# jts16_adc_serial

$ cat src/rtl/jts16_adc_pkg.sv
// ============================================================================
// Module   : jts16_adc_pkg
// Purpose  : Shared types and helpers for the System 16B serial ADC model.
//            Holds the controller state encoding, the address-width helper
//            and the default fill bit.
// Ports    : none (package)
// Revision : 1.0 - initial release
// ============================================================================
`default_nettype none

package jts16_adc_pkg;

  // Controller state. Explicit 2-bit encoding.
  typedef enum logic [1:0] {
    ST_IDLE  = 2'd0,
    ST_CONV  = 2'd1,
    ST_READY = 2'd2
  } adc_state_e;

  // Bit returned once the sample is exhausted, while busy, or for a bad channel.
  localparam logic FILL_DEFAULT = 1'b1;

  // Address width: channel index bits plus one MSB that flags an invalid channel.
  function automatic int chan_w(input int channels);
    return $clog2(channels) + 1;
  endfunction

endpackage

`default_nettype wire

$ cat src/rtl/jts16_adc_shreg.sv
// ============================================================================
// Module   : jts16_adc_shreg
// Purpose  : DW-bit loadable shift register with a count of unread bits.
//            The head bit is the MSB when MSB_FIRST=1, else the LSB. Each
//            shift moves data toward the head and inserts fill_i at the tail.
// Ports    : clk, rst        - clock, synchronous active-high reset
//            fill_i          - bit inserted on shift (and reset pattern)
//            load_i, data_i  - parallel load (highest priority), sets count=DW
//            clr_i           - discard remaining bits (count=0)
//            shift_i         - shift one bit if any remain
//            head_o          - current head bit
//            bits_left_o     - unread bits remaining
// Revision : 1.0 - initial release
// ============================================================================
`default_nettype none

module jts16_adc_shreg #(
  parameter int DW        = 8,
  parameter bit MSB_FIRST = 1'b1,
  localparam int BLW      = $clog2(DW + 1)
) (
  input  logic           clk,
  input  logic           rst,
  input  logic           fill_i,
  input  logic           load_i,
  input  logic [DW-1:0]  data_i,
  input  logic           clr_i,
  input  logic           shift_i,
  output logic           head_o,
  output logic [BLW-1:0] bits_left_o
);

  logic [DW-1:0]  sr_q;
  logic [DW-1:0]  sr_shifted_d;
  logic [BLW-1:0] bits_left_q;

  // Shift expressions are written so that DW=1 degenerates to "take fill_i".
  generate
    if (MSB_FIRST) begin : g_msb_first
      assign head_o       = sr_q[DW-1];
      assign sr_shifted_d = (sr_q << 1) | DW'(fill_i);
    end else begin : g_lsb_first
      assign head_o       = sr_q[0];
      assign sr_shifted_d = (sr_q >> 1) | (DW'(fill_i) << (DW - 1));
    end
  endgenerate

  always_ff @(posedge clk) begin
    if (rst) begin
      sr_q        <= {DW{fill_i}};
      bits_left_q <= '0;
    end else if (load_i) begin
      sr_q        <= data_i;
      bits_left_q <= BLW'(DW);
    end else if (clr_i) begin
      bits_left_q <= '0;
    end else if (shift_i && (bits_left_q != '0)) begin
      // Count saturates at zero: no shift is accepted once empty.
      sr_q        <= sr_shifted_d;
      bits_left_q <= bits_left_q - BLW'(1);
    end
  end

  assign bits_left_o = bits_left_q;

endmodule

`default_nettype wire

$ cat src/rtl/jts16_adc_serial.sv
// ============================================================================
// Module   : jts16_adc_serial
// Purpose  : Serial-output ADC emulation for System 16B analogue controls.
//            A CPU write selects a channel and starts a conversion; after
//            CONV_CYCLES+1 clocks the channel value is latched, then each
//            completed CPU read shifts out one bit.
// Ports    : clk, rst     - clock, synchronous active-high reset
//            cs_i, wr_i   - chip select / write qualifier from I/O decoder
//            addr_i       - channel select on write, MSB set = invalid
//            ana_i        - packed channel values, channel 0 in LSBs
//            sdo_o        - serial data bit for the CPU
//            busy_o       - conversion in progress
//            bits_left_o  - unread bits remaining
// Options  : JTS16_ADC_SIGNED_EN - treat channels as two's complement and
//            latch them as offset binary (sample MSB inverted).
// Revision : 1.0 - initial release
// ============================================================================
`default_nettype none

module jts16_adc_serial
  import jts16_adc_pkg::*;
#(
  parameter int   CHANNELS    = 4,
  parameter int   DW          = 8,
  parameter int   CONV_CYCLES = 32,
  parameter bit   MSB_FIRST   = 1'b1,
  parameter logic FILL        = FILL_DEFAULT,
  localparam int  AW          = chan_w(CHANNELS),
  localparam int  BLW         = $clog2(DW + 1)
) (
  input  logic                   clk,
  input  logic                   rst,
  input  logic                   cs_i,
  input  logic                   wr_i,
  input  logic [AW-1:0]          addr_i,
  input  logic [CHANNELS*DW-1:0] ana_i,
  output logic                   sdo_o,
  output logic                   busy_o,
  output logic [BLW-1:0]         bits_left_o
);

  localparam int CW = (CONV_CYCLES > 1) ? $clog2(CONV_CYCLES) : 1;

  adc_state_e     state_q;
  logic [CW-1:0]  cnt_q;
  logic [AW-1:0]  chan_q;
  logic           busy_q;
  logic           cs_q;
  logic           rd_q;

  logic           wr_start_d;
  logic           rd_end_d;
  logic           load_d;
  logic           shift_d;
  logic [DW-1:0]  sample_d;
  logic           head;
  logic [BLW-1:0] bits_left;

  // Access edges: a write begins on the first cs cycle after cs was low;
  // a read ends on the cycle cs drops after a read cycle.
  assign wr_start_d = cs_i && wr_i && !cs_q;
  assign rd_end_d   = rd_q && !cs_i;

  // A write start suppresses any latch or shift in the same cycle.
  assign load_d  = !wr_start_d && (state_q == ST_CONV) && (cnt_q == '0);
  assign shift_d = !wr_start_d && (state_q == ST_READY) && rd_end_d;

  // Channel mux. An address with its MSB set is never below CHANNELS, so it
  // falls through to the all-FILL default along with out-of-range indices.
  always_comb begin
    sample_d = {DW{FILL}};
    for (int c = 0; c < CHANNELS; c++) begin
      if (chan_q == AW'(c)) begin
        sample_d = ana_i[c*DW +: DW];
`ifdef JTS16_ADC_SIGNED_EN
        // Two's complement to offset binary.
        sample_d[DW-1] = ~ana_i[c*DW + DW - 1];
`endif
      end
    end
  end

  always_ff @(posedge clk) begin
    if (rst) begin
      state_q <= ST_IDLE;
      cnt_q   <= '0;
      chan_q  <= '0;
      busy_q  <= 1'b0;
      cs_q    <= 1'b0;
      rd_q    <= 1'b0;
    end else begin
      cs_q <= cs_i;
      rd_q <= cs_i && !wr_i;
      if (wr_start_d) begin
        chan_q  <= addr_i;
        cnt_q   <= CW'(CONV_CYCLES - 1);
        busy_q  <= 1'b1;
        state_q <= ST_CONV;
      end else begin
        case (state_q)
          ST_CONV: begin
            if (cnt_q == '0) begin
              busy_q  <= 1'b0;
              state_q <= ST_READY;
            end else begin
              cnt_q <= cnt_q - CW'(1);
            end
          end
          ST_READY: begin
            // Leave READY as the last unread bit is consumed.
            if (bits_left == '0 || (rd_end_d && bits_left == BLW'(1))) begin
              state_q <= ST_IDLE;
            end
          end
          default: state_q <= ST_IDLE;
        endcase
      end
    end
  end

  jts16_adc_shreg #(
    .DW        (DW),
    .MSB_FIRST (MSB_FIRST)
  ) u_shreg (
    .clk         (clk),
    .rst         (rst),
    .fill_i      (FILL),
    .load_i      (load_d),
    .data_i      (sample_d),
    .clr_i       (wr_start_d),
    .shift_i     (shift_d),
    .head_o      (head),
    .bits_left_o (bits_left)
  );

  assign sdo_o       = (state_q == ST_READY) ? head : FILL;
  assign busy_o      = busy_q;
  assign bits_left_o = bits_left;

endmodule

`default_nettype wire

$ cat config.mk
export PLATFORM = sky130hd
export DESIGN_NAME = jts16_adc_serial
export DESIGN_NICKNAME = d
export VERILOG_FILES = /design/src/rtl/jts16_adc_pkg.sv /design/src/rtl/jts16_adc_shreg.sv /design/src/rtl/jts16_adc_serial.sv
export SDC_FILE = /design/constraint.sdc
export NUM_CORES = 1
export LEC_CHECK = 0
export CAP_MARGIN = 15
export CORE_UTILIZATION = 50
export CTS_CLUSTER_SIZE = 14
export DETAILED_ROUTE_END_ITERATION = 16
export DONT_BUFFER_PORTS = 1
export MAX_ROUTING_LAYER = met4
export PLACE_DENSITY = 0.72
export SLEW_MARGIN = 40
export SYNTH_ARGS = -nofsm -noshare
export SYNTH_HDL_FRONTEND = slang
export SYNTH_SLANG_ARGS = --single-unit
$ cat constraint.sdc
create_clock -name clk -period 4.6 [get_ports clk]
set_input_delay 1.15 -clock clk [delete_from_list [all_inputs] [get_ports clk]]
set_output_delay 1.15 -clock clk [all_outputs]
set_load 0.01 [all_outputs]
jts16_adc_serial/m1.png
Bar = 20 um. Supply wires on this layer in gray.
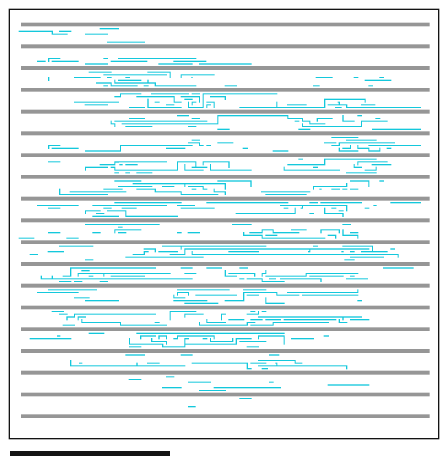
nets with wire on the layer = 147
main direction = horizontal
share of all routed wire = 46%
longest straight run = 25.8 um
wire length on this layer = 1150 um

jts16_adc_serial/m2.png
Cells faint in the background.
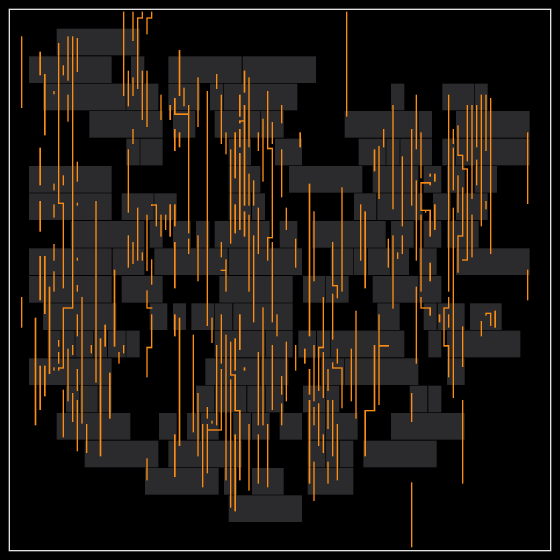
main direction = vertical
share of all routed wire = 45%
wire length on this layer = 1130 um
nets with wire on the layer = 145
longest straight run = 26.9 um

==> job_summary.md <==
### Metrics collected by this job

| Metric | Value |
|---|---|
| R2R Setup Slk | `2.70 ns` |
| Synth Area in Compound Gates | `0.1245` |
| DRC | `0` |
| Post-DRT Antenna Nets | `0` |
| Outcome | `complete, no violations` |
| CTS Buffer Depth | `2` |
| Req. time, crit path | `3.45 ns` |
| Area of the die | `0.002862 mm^2` |
| Wirelength, routed | `approximately 2500 um` |
| Seq pwr share | `0.606` |
| Maxcap violations | `0` |
| Ys flop type | `dfxtp_1` |
| Flop+latch power | `0.238 mW` |
| Placer Congestion | `0.7358` |
| Site row count | `18` |
| Largest net degree at the start of global routing | `29` |
| Core area | `0.002500 mm^2` |
| Initial drt markers | `18` |
## stage by stage
step,instances,setup WS [ns],hold WS [ns]
2_1_floorplan,138,2.536,0.4504
3_3_place_gp,160,2.287,0.4580
3_5_place_dp,160,2.263,0.4780
4_1_cts,164,2.440,0.4968
5_1_grt,164,2.324,0.5155
6_report,164,2.433,0.4979
## area by class of cell
cell class | count | area [um^2]
Clock buffer | 3 | 22.52
Clock inverter | 1 | 5.005
Fill cell | 231 | 1147
Inverter | 5 | 18.77
Multi-Input combinational cell | 100 | 768.2
Sequential cell | 25 | 500.5
Tap cell | 30 | 37.54
## worst min-delay path by stage
stage                     slack [ns]        end      start
after global routing            0.52   cnt_q[1]   cnt_q[1]
after global placement          0.46  chan_q[2]  chan_q[2]
after detailed placement        0.48  chan_q[2]  chan_q[2]
final                           0.50  chan_q[2]  chan_q[2]
after CTS                       0.50  chan_q[2]  chan_q[2]
after floorplan                 0.45  chan_q[2]  chan_q[2]
## layer usage
metal,wire length [um],GRT usage,vias to the layer above
met2,1130,0.3125,49
met5,0,-,-
met3,225,0.03448,4
met4,21,0.05263,0
met1,1152,0.2668,474
li1,-,-,502

# layer_frame_ctrl

### src/rtl/layer_frame_ctrl.sv
// rtl/layer_frame_ctrl.sv - serial config link sync hunter and 32-bit command framer
module layer_frame_ctrl #(
  parameter logic [15:0] SYNC_WORD = 16'h0DF0,
  parameter logic [3:0]  PASS_CODE = 4'hA,
  parameter logic [15:0] TRAILER   = 16'hBEAF,
  parameter logic [7:0]  LAYER_ID  = 8'h01,
  parameter int unsigned MAX_ERR   = 3
) (
  input  logic       t_clk,
  input  logic       rst,
  input  logic       data_in,
  input  logic       bit_en,
  output logic       locked,
  output logic       byte_strobe,
  output logic [1:0] byte_idx,
  output logic [3:0] power_set,
  output logic       cfg_valid,
  output logic       frame_err,
  output logic [3:0] err_cnt
);

  typedef enum logic {HUNT = 1'b0, FRAME = 1'b1} state_t;

  localparam logic [4:0] MAX_ERR_W = 5'(MAX_ERR);

  state_t      state_q, state_d;
  logic [4:0]  bit_cnt_q, bit_cnt_d;
  logic [31:0] shreg_q, shreg_d;
  logic        locked_q, locked_d;
  logic        byte_strobe_q, byte_strobe_d;
  logic [1:0]  byte_idx_q, byte_idx_d;
  logic [3:0]  power_set_q, power_set_d;
  logic        cfg_valid_q, cfg_valid_d;
  logic        frame_err_q, frame_err_d;
  logic [3:0]  err_cnt_q, err_cnt_d;

  logic [31:0] nxt;
  logic [4:0]  err_inc;
  logic        frame_ok;
  logic        frame_hit;

  assign nxt       = {shreg_q[30:0], data_in};
  assign err_inc   = {1'b0, err_cnt_q} + 5'd1;
  assign frame_ok  = (nxt[31:28] == PASS_CODE) && (nxt[15:0] == TRAILER);
  assign frame_hit = frame_ok && ((nxt[23:16] == LAYER_ID) || (nxt[23:16] == 8'hFF));

  // Next-state logic: everything holds and pulses drop whenever no bit is presented.
  always_comb begin
    state_d       = state_q;
    bit_cnt_d     = bit_cnt_q;
    shreg_d       = shreg_q;
    locked_d      = locked_q;
    byte_strobe_d = 1'b0;
    byte_idx_d    = byte_idx_q;
    power_set_d   = power_set_q;
    cfg_valid_d   = 1'b0;
    frame_err_d   = 1'b0;
    err_cnt_d     = err_cnt_q;
    if (bit_en) begin
      shreg_d = nxt;
      case (state_q)
        HUNT: begin
          locked_d = 1'b0;
          if (nxt[15:0] == SYNC_WORD) begin
            state_d   = FRAME;
            bit_cnt_d = 5'd0;
            locked_d  = 1'b1;
          end
        end
        FRAME: begin
          bit_cnt_d = bit_cnt_q + 5'd1;
          if (bit_cnt_q[2:0] == 3'd7) begin
            byte_strobe_d = 1'b1;
            byte_idx_d    = bit_cnt_q[4:3];
          end
          if (bit_cnt_q == 5'd31) begin
            if (frame_hit) begin
              power_set_d = nxt[27:24];
              cfg_valid_d = 1'b1;
              err_cnt_d   = 4'd0;
            end else if (frame_ok) begin
              err_cnt_d = 4'd0;
            end else begin
              frame_err_d = 1'b1;
              err_cnt_d   = (err_inc > 5'd15) ? 4'hF : err_inc[3:0];
              if (err_inc >= MAX_ERR_W) begin
                state_d   = HUNT;
                locked_d  = 1'b0;
                err_cnt_d = 4'd0;
              end
            end
          end
        end
        default: state_d = HUNT;
      endcase
    end
  end

  // State and output registers with asynchronous reset.
  always_ff @(posedge t_clk or posedge rst) begin
    if (rst) begin
      state_q       <= HUNT;
      bit_cnt_q     <= 5'd0;
      shreg_q       <= 32'd0;
      locked_q      <= 1'b0;
      byte_strobe_q <= 1'b0;
      byte_idx_q    <= 2'd0;
      power_set_q   <= 4'd0;
      cfg_valid_q   <= 1'b0;
      frame_err_q   <= 1'b0;
      err_cnt_q     <= 4'd0;
    end else begin
      state_q       <= state_d;
      bit_cnt_q     <= bit_cnt_d;
      shreg_q       <= shreg_d;
      locked_q      <= locked_d;
      byte_strobe_q <= byte_strobe_d;
      byte_idx_q    <= byte_idx_d;
      power_set_q   <= power_set_d;
      cfg_valid_q   <= cfg_valid_d;
      frame_err_q   <= frame_err_d;
      err_cnt_q     <= err_cnt_d;
    end
  end

  assign locked      = locked_q;
  assign byte_strobe = byte_strobe_q;
  assign byte_idx    = byte_idx_q;
  assign power_set   = power_set_q;
  assign cfg_valid   = cfg_valid_q;
  assign frame_err   = frame_err_q;
  assign err_cnt     = err_cnt_q;

endmodule

### config.mk
export PLATFORM = sky130hd
export DESIGN_NAME = layer_frame_ctrl
export DESIGN_NICKNAME = d
export VERILOG_FILES = /design/src/rtl/layer_frame_ctrl.sv
export SDC_FILE = /design/constraint.sdc
export NUM_CORES = 1
export LEC_CHECK = 0
export CAP_MARGIN = 40
export CORE_MARGIN = 5
export CORE_UTILIZATION = 40
export CTS_CLUSTER_SIZE = 30
export DETAILED_ROUTE_END_ITERATION = 8
export MAX_ROUTING_LAYER = met4
export SKIP_CTS_REPAIR_TIMING = 1
export SLEW_MARGIN = 20
export SYNTH_ARGS = -nofsm -noshare
export SYNTH_HDL_FRONTEND = slang
export SYNTH_SLANG_ARGS = --single-unit
### constraint.sdc
create_clock -name t_clk -period 4.7 [get_ports t_clk]
set_input_delay 0.47 -clock t_clk [delete_from_list [all_inputs] [get_ports t_clk]]
set_output_delay 0.47 -clock t_clk [all_outputs]
set_load 0.05 [all_outputs]
layer_frame_ctrl/m1.png
Bar = 20 um. Supply wires on this layer in gray.
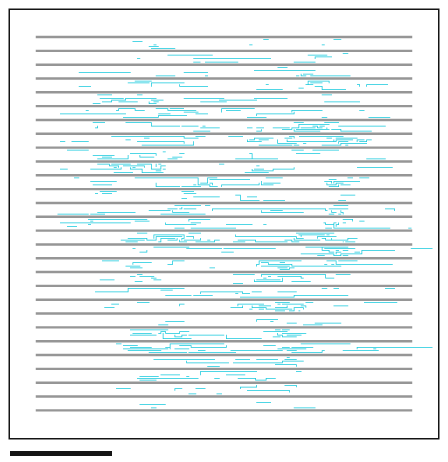
longest straight run = 22.3 um
nets with wire on the layer = 177
main direction = horizontal

==> job_summary.md <==
### Metrics collected by this job

| Metric | Value |
|---|---|
| Reg-to-Reg End | `power_set[1]` |
| Critical Path, Cell by Cell | `clkdlybuf4s50_1 > and3_2 > o211ai_2 > nand2b_4 > mux2_4` |
| Met2 Track Usage GR | `0.1865` |
| Flop+latch power | `a little under 0.7 mW` |
| Initial antenna violation count | `0` |
| Wirelength, routed | `3767 um` |
| Area fraction in mux cells | `0.2011` |
| H-tree levels | `2` |
| Startpoint types | `input pin` |
| Synth warn | `0` |
| Combinational fraction of design power | `0.171` |
| CTS tree | `yes` |
| Max reg flops | `31` |
| Final Hold Viols | `0` |
| Final Cycle Share | `0.4556` |
| Yosys chip area | `0.002202 mm^2` |
| Synth Area in Compound Gates | `0.05057` |
| Critical path buffer and inverter count | `1` |
| Outcome | `complete, no violations` |
| Total stage count of the critical path | `5` |
| Worst vdd ir | `0.0001969 V` |
| OpenROAD warnings | `27` |
| Clock Skew | `0.01175 ns` |
| CP max FO | `18` |
| Met1 usage | `0.1436` |
| Input/output buffers | `17` |
| Cell Pwr Density | `450.4 mW/mm^2` |
| Area of the die | `roughly 0.0071 mm^2` |
| DRC | `0` |
| CTS Buffer Depth | `2` |
==> Yosys cell counts (2+ instances only) <==
library cell,count,area [um^2]
mux2_4,4,60.06
nand4b_1,2,17.52
o21ai_0,3,15.01
nor2b_1,4,25.02
inv_1,2,7.510
clkbuf_1,2,7.510
mux2_2,34,382.9
nand2_1,6,22.52
nor3b_1,3,22.52
and3_2,2,15.01
a22o_1,5,43.79
dfrtp_1,51,1276
and3_1,3,18.77
ha_1,5,62.56
nand3_1,5,25.02
nor2_1,7,26.28
buf_1,2,7.510
==> cell type report <==
type / instances / area [um^2]
fill: 490 / 2861
clock inverter: 1 / 30.03
sequential: 51 / 1276
timing repair buffer: 19 / 197.7
multi-input combinational: 101 / 903.4
inverter: 2 / 7.507
tap: 72 / 90.09
clock buffer: 6 / 72.57
==> per-layer routing <==
layer,wire length [um],vias up
met5,0,-
met4,48,0
met3,125,5
met2,1888,17
met1,1704,658
li1,-,616
==> stage by stage <==
step / setup slack (ns) / utilization / cell area (um^2)
CTS: 2.550 / 0.4739 / 2577
global placement: 2.286 / 0.4513 / 2455
floorplan: 2.864 / - / 2202
detailed placement: 2.229 / 0.4550 / 2475
global route: 2.470 / 0.4739 / 2577
finish: 2.559 / 0.4739 / 2577

# rle_decompressor

rle_decompressor/m1.png
Bar = 20 um. Supply wires on this layer in gray.
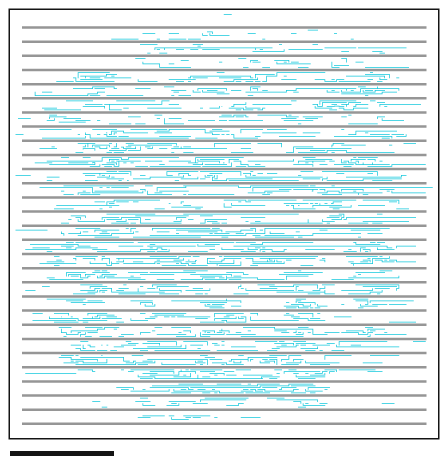
rle_decompressor/m2.png
Cells faint in the background.
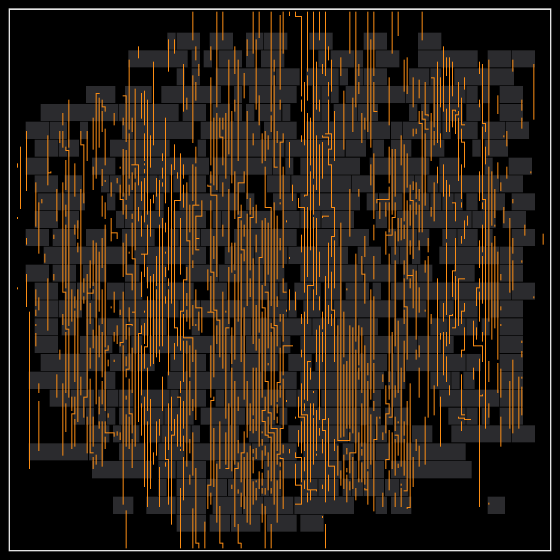
**src/rtl/rle_pkg.sv**
```systemverilog
// Shared definitions for the RLE decompressor: FSM state encoding,
// token field layout and default widths.
package rle_pkg;

    localparam int ADDR_W_DEFAULT = 16;
    localparam int PIX_W_DEFAULT  = 8;
    localparam int CNT_W_DEFAULT  = 8;

    // Token layout: pixel value in the low bits, run count directly above it.
    localparam int PIX_OFFSET = 0;

    typedef enum logic [1:0] {
        IDLE   = 2'd0,
        FETCH  = 2'd1,
        EXPAND = 2'd2,
        DONE   = 2'd3
    } rleState_t;

    // Bit position of the run-count field for a given pixel width.
    function automatic int cntOffset(input int pixW);
        return PIX_OFFSET + pixW;
    endfunction

    // Full token width for the given field widths.
    function automatic int tokenWidth(input int cntW, input int pixW);
        return cntW + pixW;
    endfunction

endpackage

```
**src/rtl/rle_addr_counter.sv**
```systemverilog
// Loadable write-address counter for the RLE decompressor.
// Wraps naturally from all-ones to zero; load has priority over increment.
module rle_addr_counter #(
    parameter int ADDR_W = 16
) (
    input  logic              Clk,
    input  logic              ResetN,
    input  logic              Load,
    input  logic [ADDR_W-1:0] LoadValue,
    input  logic              Inc,
    output logic [ADDR_W-1:0] Address
);

    // Address register: load the job base, otherwise step after each write.
    // NOTE: sequential state uses non-blocking assignments so every register
    // samples pre-edge values regardless of block ordering.
    always_ff @(posedge Clk or negedge ResetN) begin
        if (!ResetN) begin
            Address <= '0;
        end else if (Load) begin
            Address <= LoadValue;
        end else if (Inc) begin
            Address <= Address + ADDR_W'(1);
        end
    end

endmodule

```
**src/rtl/rle_decompressor.sv**
```systemverilog
// Run-length decompressor: accepts {count, pixel} tokens and writes
// TotalWords pixels to consecutive RAM addresses starting at BaseAddress.
// Optional feature: define RLE_WR_STALL_EN to add a WrReady back-pressure
// input; without it every write is accepted immediately.
module rle_decompressor
    import rle_pkg::*;
#(
    parameter int ADDR_W = ADDR_W_DEFAULT,
    parameter int PIX_W  = PIX_W_DEFAULT,
    parameter int CNT_W  = CNT_W_DEFAULT
) (
    input  logic                   Clk,
    input  logic                   ResetN,
    input  logic                   Start,
    input  logic [ADDR_W-1:0]      BaseAddress,
    input  logic [ADDR_W-1:0]      TotalWords,
    input  logic                   InValid,
    input  logic [CNT_W+PIX_W-1:0] InData,
`ifdef RLE_WR_STALL_EN
    input  logic                   WrReady,
`endif
    output logic                   InReady,
    output logic [ADDR_W-1:0]      AddressInDecompressed,
    output logic [PIX_W-1:0]       WrData,
    output logic                   WrEn,
    output logic                   Busy,
    output logic                   Done,
    output logic                   Error
);

    localparam int TOKEN_W = tokenWidth(CNT_W, PIX_W);
    localparam int CNT_LSB = cntOffset(PIX_W);
    localparam int CMP_W   = (CNT_W > ADDR_W) ? CNT_W : ADDR_W;

    rleState_t         state;
    rleState_t         nextState;
    logic [ADDR_W-1:0] remaining;   // pixels still owed to the job
    logic [CNT_W-1:0]  runLeft;     // pixels still owed to the current run

    logic              wrAdvance;
    logic              startJob;
    logic              tokenAccept;
    logic              runOverrun;
    logic              expandStep;
    logic              runLast;
    logic              lastPixel;
    logic [CNT_W-1:0]  tokenCount;
    logic [PIX_W-1:0]  tokenPixel;

`ifdef RLE_WR_STALL_EN
    assign wrAdvance = WrReady;
`else
    assign wrAdvance = 1'b1;
`endif

    assign tokenCount  = InData[TOKEN_W-1:CNT_LSB];
    assign tokenPixel  = InData[PIX_OFFSET +: PIX_W];
    assign startJob    = (state == IDLE) && Start;
    assign tokenAccept = (state == FETCH) && InValid;
    // A run longer than what the job still owes is clipped and flagged.
    assign runOverrun  = CMP_W'(tokenCount) > CMP_W'(remaining);
    assign expandStep  = (state == EXPAND) && wrAdvance;
    assign runLast     = (runLeft == CNT_W'(1));
    assign lastPixel   = (remaining == ADDR_W'(1));

    assign InReady = (state == FETCH);
    assign WrEn    = (state == EXPAND);
    assign Busy    = (state != IDLE);
    assign Done    = (state == DONE);

    // State register.
    always_ff @(posedge Clk or negedge ResetN) begin
        if (!ResetN) begin
            state <= IDLE;
        end else begin
            state <= nextState;
        end
    end

    // Next-state decode.
    // NOTE: nextState gets a default before the case so no path leaves it
    // unassigned, which would otherwise infer a latch.
    always_comb begin
        nextState = state;
        unique case (state)
            IDLE: begin
                if (Start) begin
                    nextState = (TotalWords == '0) ? DONE : FETCH;
                end
            end
            FETCH: begin
                if (InValid && (tokenCount != '0)) begin
                    nextState = EXPAND;
                end
            end
            EXPAND: begin
                if (wrAdvance && runLast) begin
                    nextState = lastPixel ? DONE : FETCH;
                end
            end
            DONE: begin
                nextState = IDLE;
            end
            default: begin
                nextState = IDLE;
            end
        endcase
    end

    // Job/run counters, latched pixel value and sticky overrun flag.
    always_ff @(posedge Clk or negedge ResetN) begin
        if (!ResetN) begin
            remaining <= '0;
            runLeft   <= '0;
            WrData    <= '0;
            Error     <= 1'b0;
        end else begin
            if (startJob) begin
                remaining <= TotalWords;
                Error     <= 1'b0;
            end
            if (tokenAccept && (tokenCount != '0)) begin
                WrData  <= tokenPixel;
                runLeft <= runOverrun ? CNT_W'(remaining) : tokenCount;
                if (runOverrun) begin
                    Error <= 1'b1;
                end
            end
            if (expandStep) begin
                remaining <= remaining - ADDR_W'(1);
                runLeft   <= runLeft - CNT_W'(1);
            end
        end
    end

    rle_addr_counter #(
        .ADDR_W (ADDR_W)
    ) uAddrCounter (
        .Clk       (Clk),
        .ResetN    (ResetN),
        .Load      (startJob),
        .LoadValue (BaseAddress),
        .Inc       (expandStep),
        .Address   (AddressInDecompressed)
    );

endmodule
```
**config.mk**
```make
export PLATFORM = sky130hd
export DESIGN_NAME = rle_decompressor
export DESIGN_NICKNAME = d
export VERILOG_FILES = /design/src/rtl/rle_pkg.sv /design/src/rtl/rle_addr_counter.sv /design/src/rtl/rle_decompressor.sv
export SDC_FILE = /design/constraint.sdc
export NUM_CORES = 1
export LEC_CHECK = 0
export CAP_MARGIN = 20
export CORE_MARGIN = 2
export CORE_UTILIZATION = 51
export CTS_BUF_LIST = sky130_fd_sc_hd__clkbuf_8
export DETAILED_ROUTE_END_ITERATION = 8
export GPL_TIMING_DRIVEN = 0
export PLACE_DENSITY = 0.83
export REMOVE_ABC_BUFFERS = 1
export SLEW_MARGIN = 20
export SYNTH_ARGS = -nofsm -noshare
export SYNTH_HDL_FRONTEND = slang
export SYNTH_SLANG_ARGS = --single-unit
```
**constraint.sdc**
```tcl
create_clock -name Clk -period 2.35 [get_ports Clk]
set_input_delay 0.47 -clock Clk [delete_from_list [all_inputs] [get_ports Clk]]
set_output_delay 0.47 -clock Clk [all_outputs]
set_load 0.005 [all_outputs]
```
==> job_summary.md <==
### Metrics collected by this job

| Metric | Value |
|---|---|
| R2R Setup Slk | `0.07 ns` |
| Synthesized flop and latch total | `51` |
| Critical path buffer and inverter count | `0` |
| Slew Limit Fails | `0` |
| Reg-to-Reg End | `state[1]` |
| Vias | `around 3200` |
| FP Util | `0.5275` |
| Area fraction in mux cells | `0` |
| Worst vdd ir | `~0.00057 V` |
| Static Leak | `1.736 nW` |
| Logic family by area | `simple AND/OR/NAND/NOR gates` |
| Clock network power | `approximately 0.54 mW` |
| Ys flop type | `dfrtp_1` |
| Critical Path, Cell by Cell | `or4_1 > nor3_1 > a21oi_1 > a311o_1 > a221o_1` |
| Grt ovf | `0` |
| Kind of critical path | `flop to flop` |
| Die X | `82.25 um` |
| GRT Overall Usage | `0.2722` |
| Internal power | `around 2.7 mW` |
| Psw | `2.045 mW` |
| Post-synthesis simple-gate area fraction | `0.2572` |
| Via-per-instance ratio | `6.291` |
| First-pass GRT wire length | `14190 um` |
| Max-area cell share | `0.4087` |
| Outcome | `complete, no violations` |
| Worst R2R Start | `runLeft[4]` |
| Vias in the first global route | `3046` |
| CP max stage cell | `or4_1` |
About rle_decompressor/m1.png:
wire length on this layer = 3740 um
nets with wire on the layer = 433

About rle_decompressor/m2.png:
wire length on this layer = 4450 um
share of all routed wire = 48%
nets with wire on the layer = 436
main direction = vertical
longest straight run = 34.9 um

## state kept, by name (all words and copies together), names as in the netlist
signal / cells
state: 2
runLeft: 8
uAddrCounter.Address: 16
WrData: 8
Error: 1
remaining: 16
## per-stage QoR
step                  util  hold slack, ns  power (mW)   TNS, ns
CTS                 0.6959          0.2137       4.639         0
detailed placement  0.6676          0.4706       4.028    -10.56
floorplan                -          0.1744       2.974  -0.01662
finish              0.7109          0.1830       4.783         0
global placement    0.6648          0.4581       3.884    -51.90
global route        0.7109          0.2404       5.137         0
## final cells by class
| class | count | area (um^2) |
|---|---|---|
| Clock buffer | 6 | 82.58 |
| Clock inverter | 2 | 12.51 |
| Timing Repair inverter | 1 | 5.005 |
| Timing Repair Buffer | 88 | 888.4 |
| Tap cell | 75 | 93.84 |
| Inverter | 15 | 60.06 |
| Sequential cell | 51 | 1281 |
| Multi-Input combinational cell | 271 | 1785 |
| Fill cell | 448 | 1712 |
## layer usage
layer / routed length, um / global-route usage
met4: 197 / 0.09167
met1: 3740 / 0.3513
met2: 4454 / 0.4702
met5: 0 / 0
met3: 799 / 0.03587


==> layout pictures side by side <==
The metal 3 layer.
picture 1
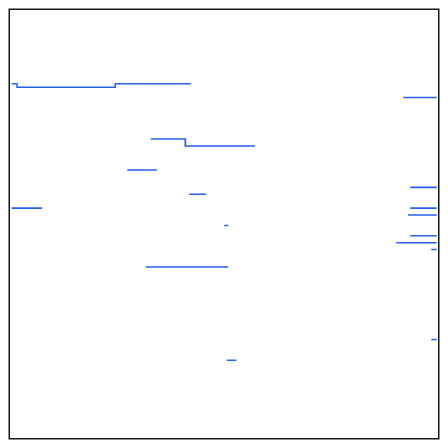
picture 2
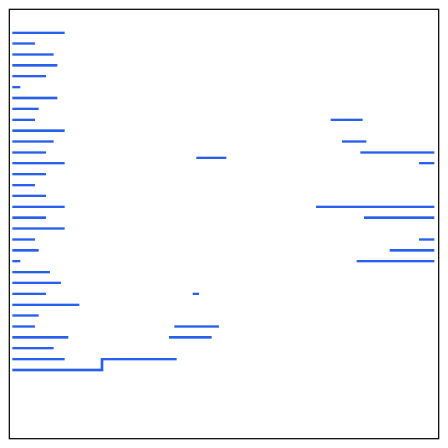
picture 3
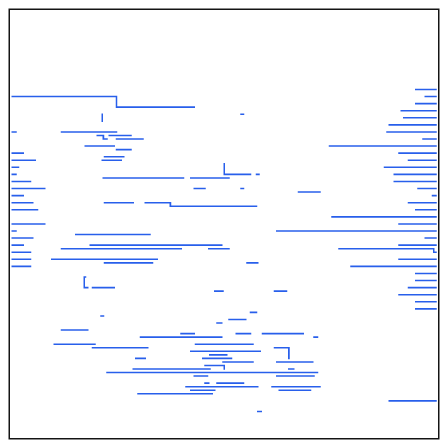
rle_decompressor -> picture 3
layer_frame_ctrl -> picture 1
jts16_adc_serial -> picture 2

Power is estimated from default activity; no workload was simulated.
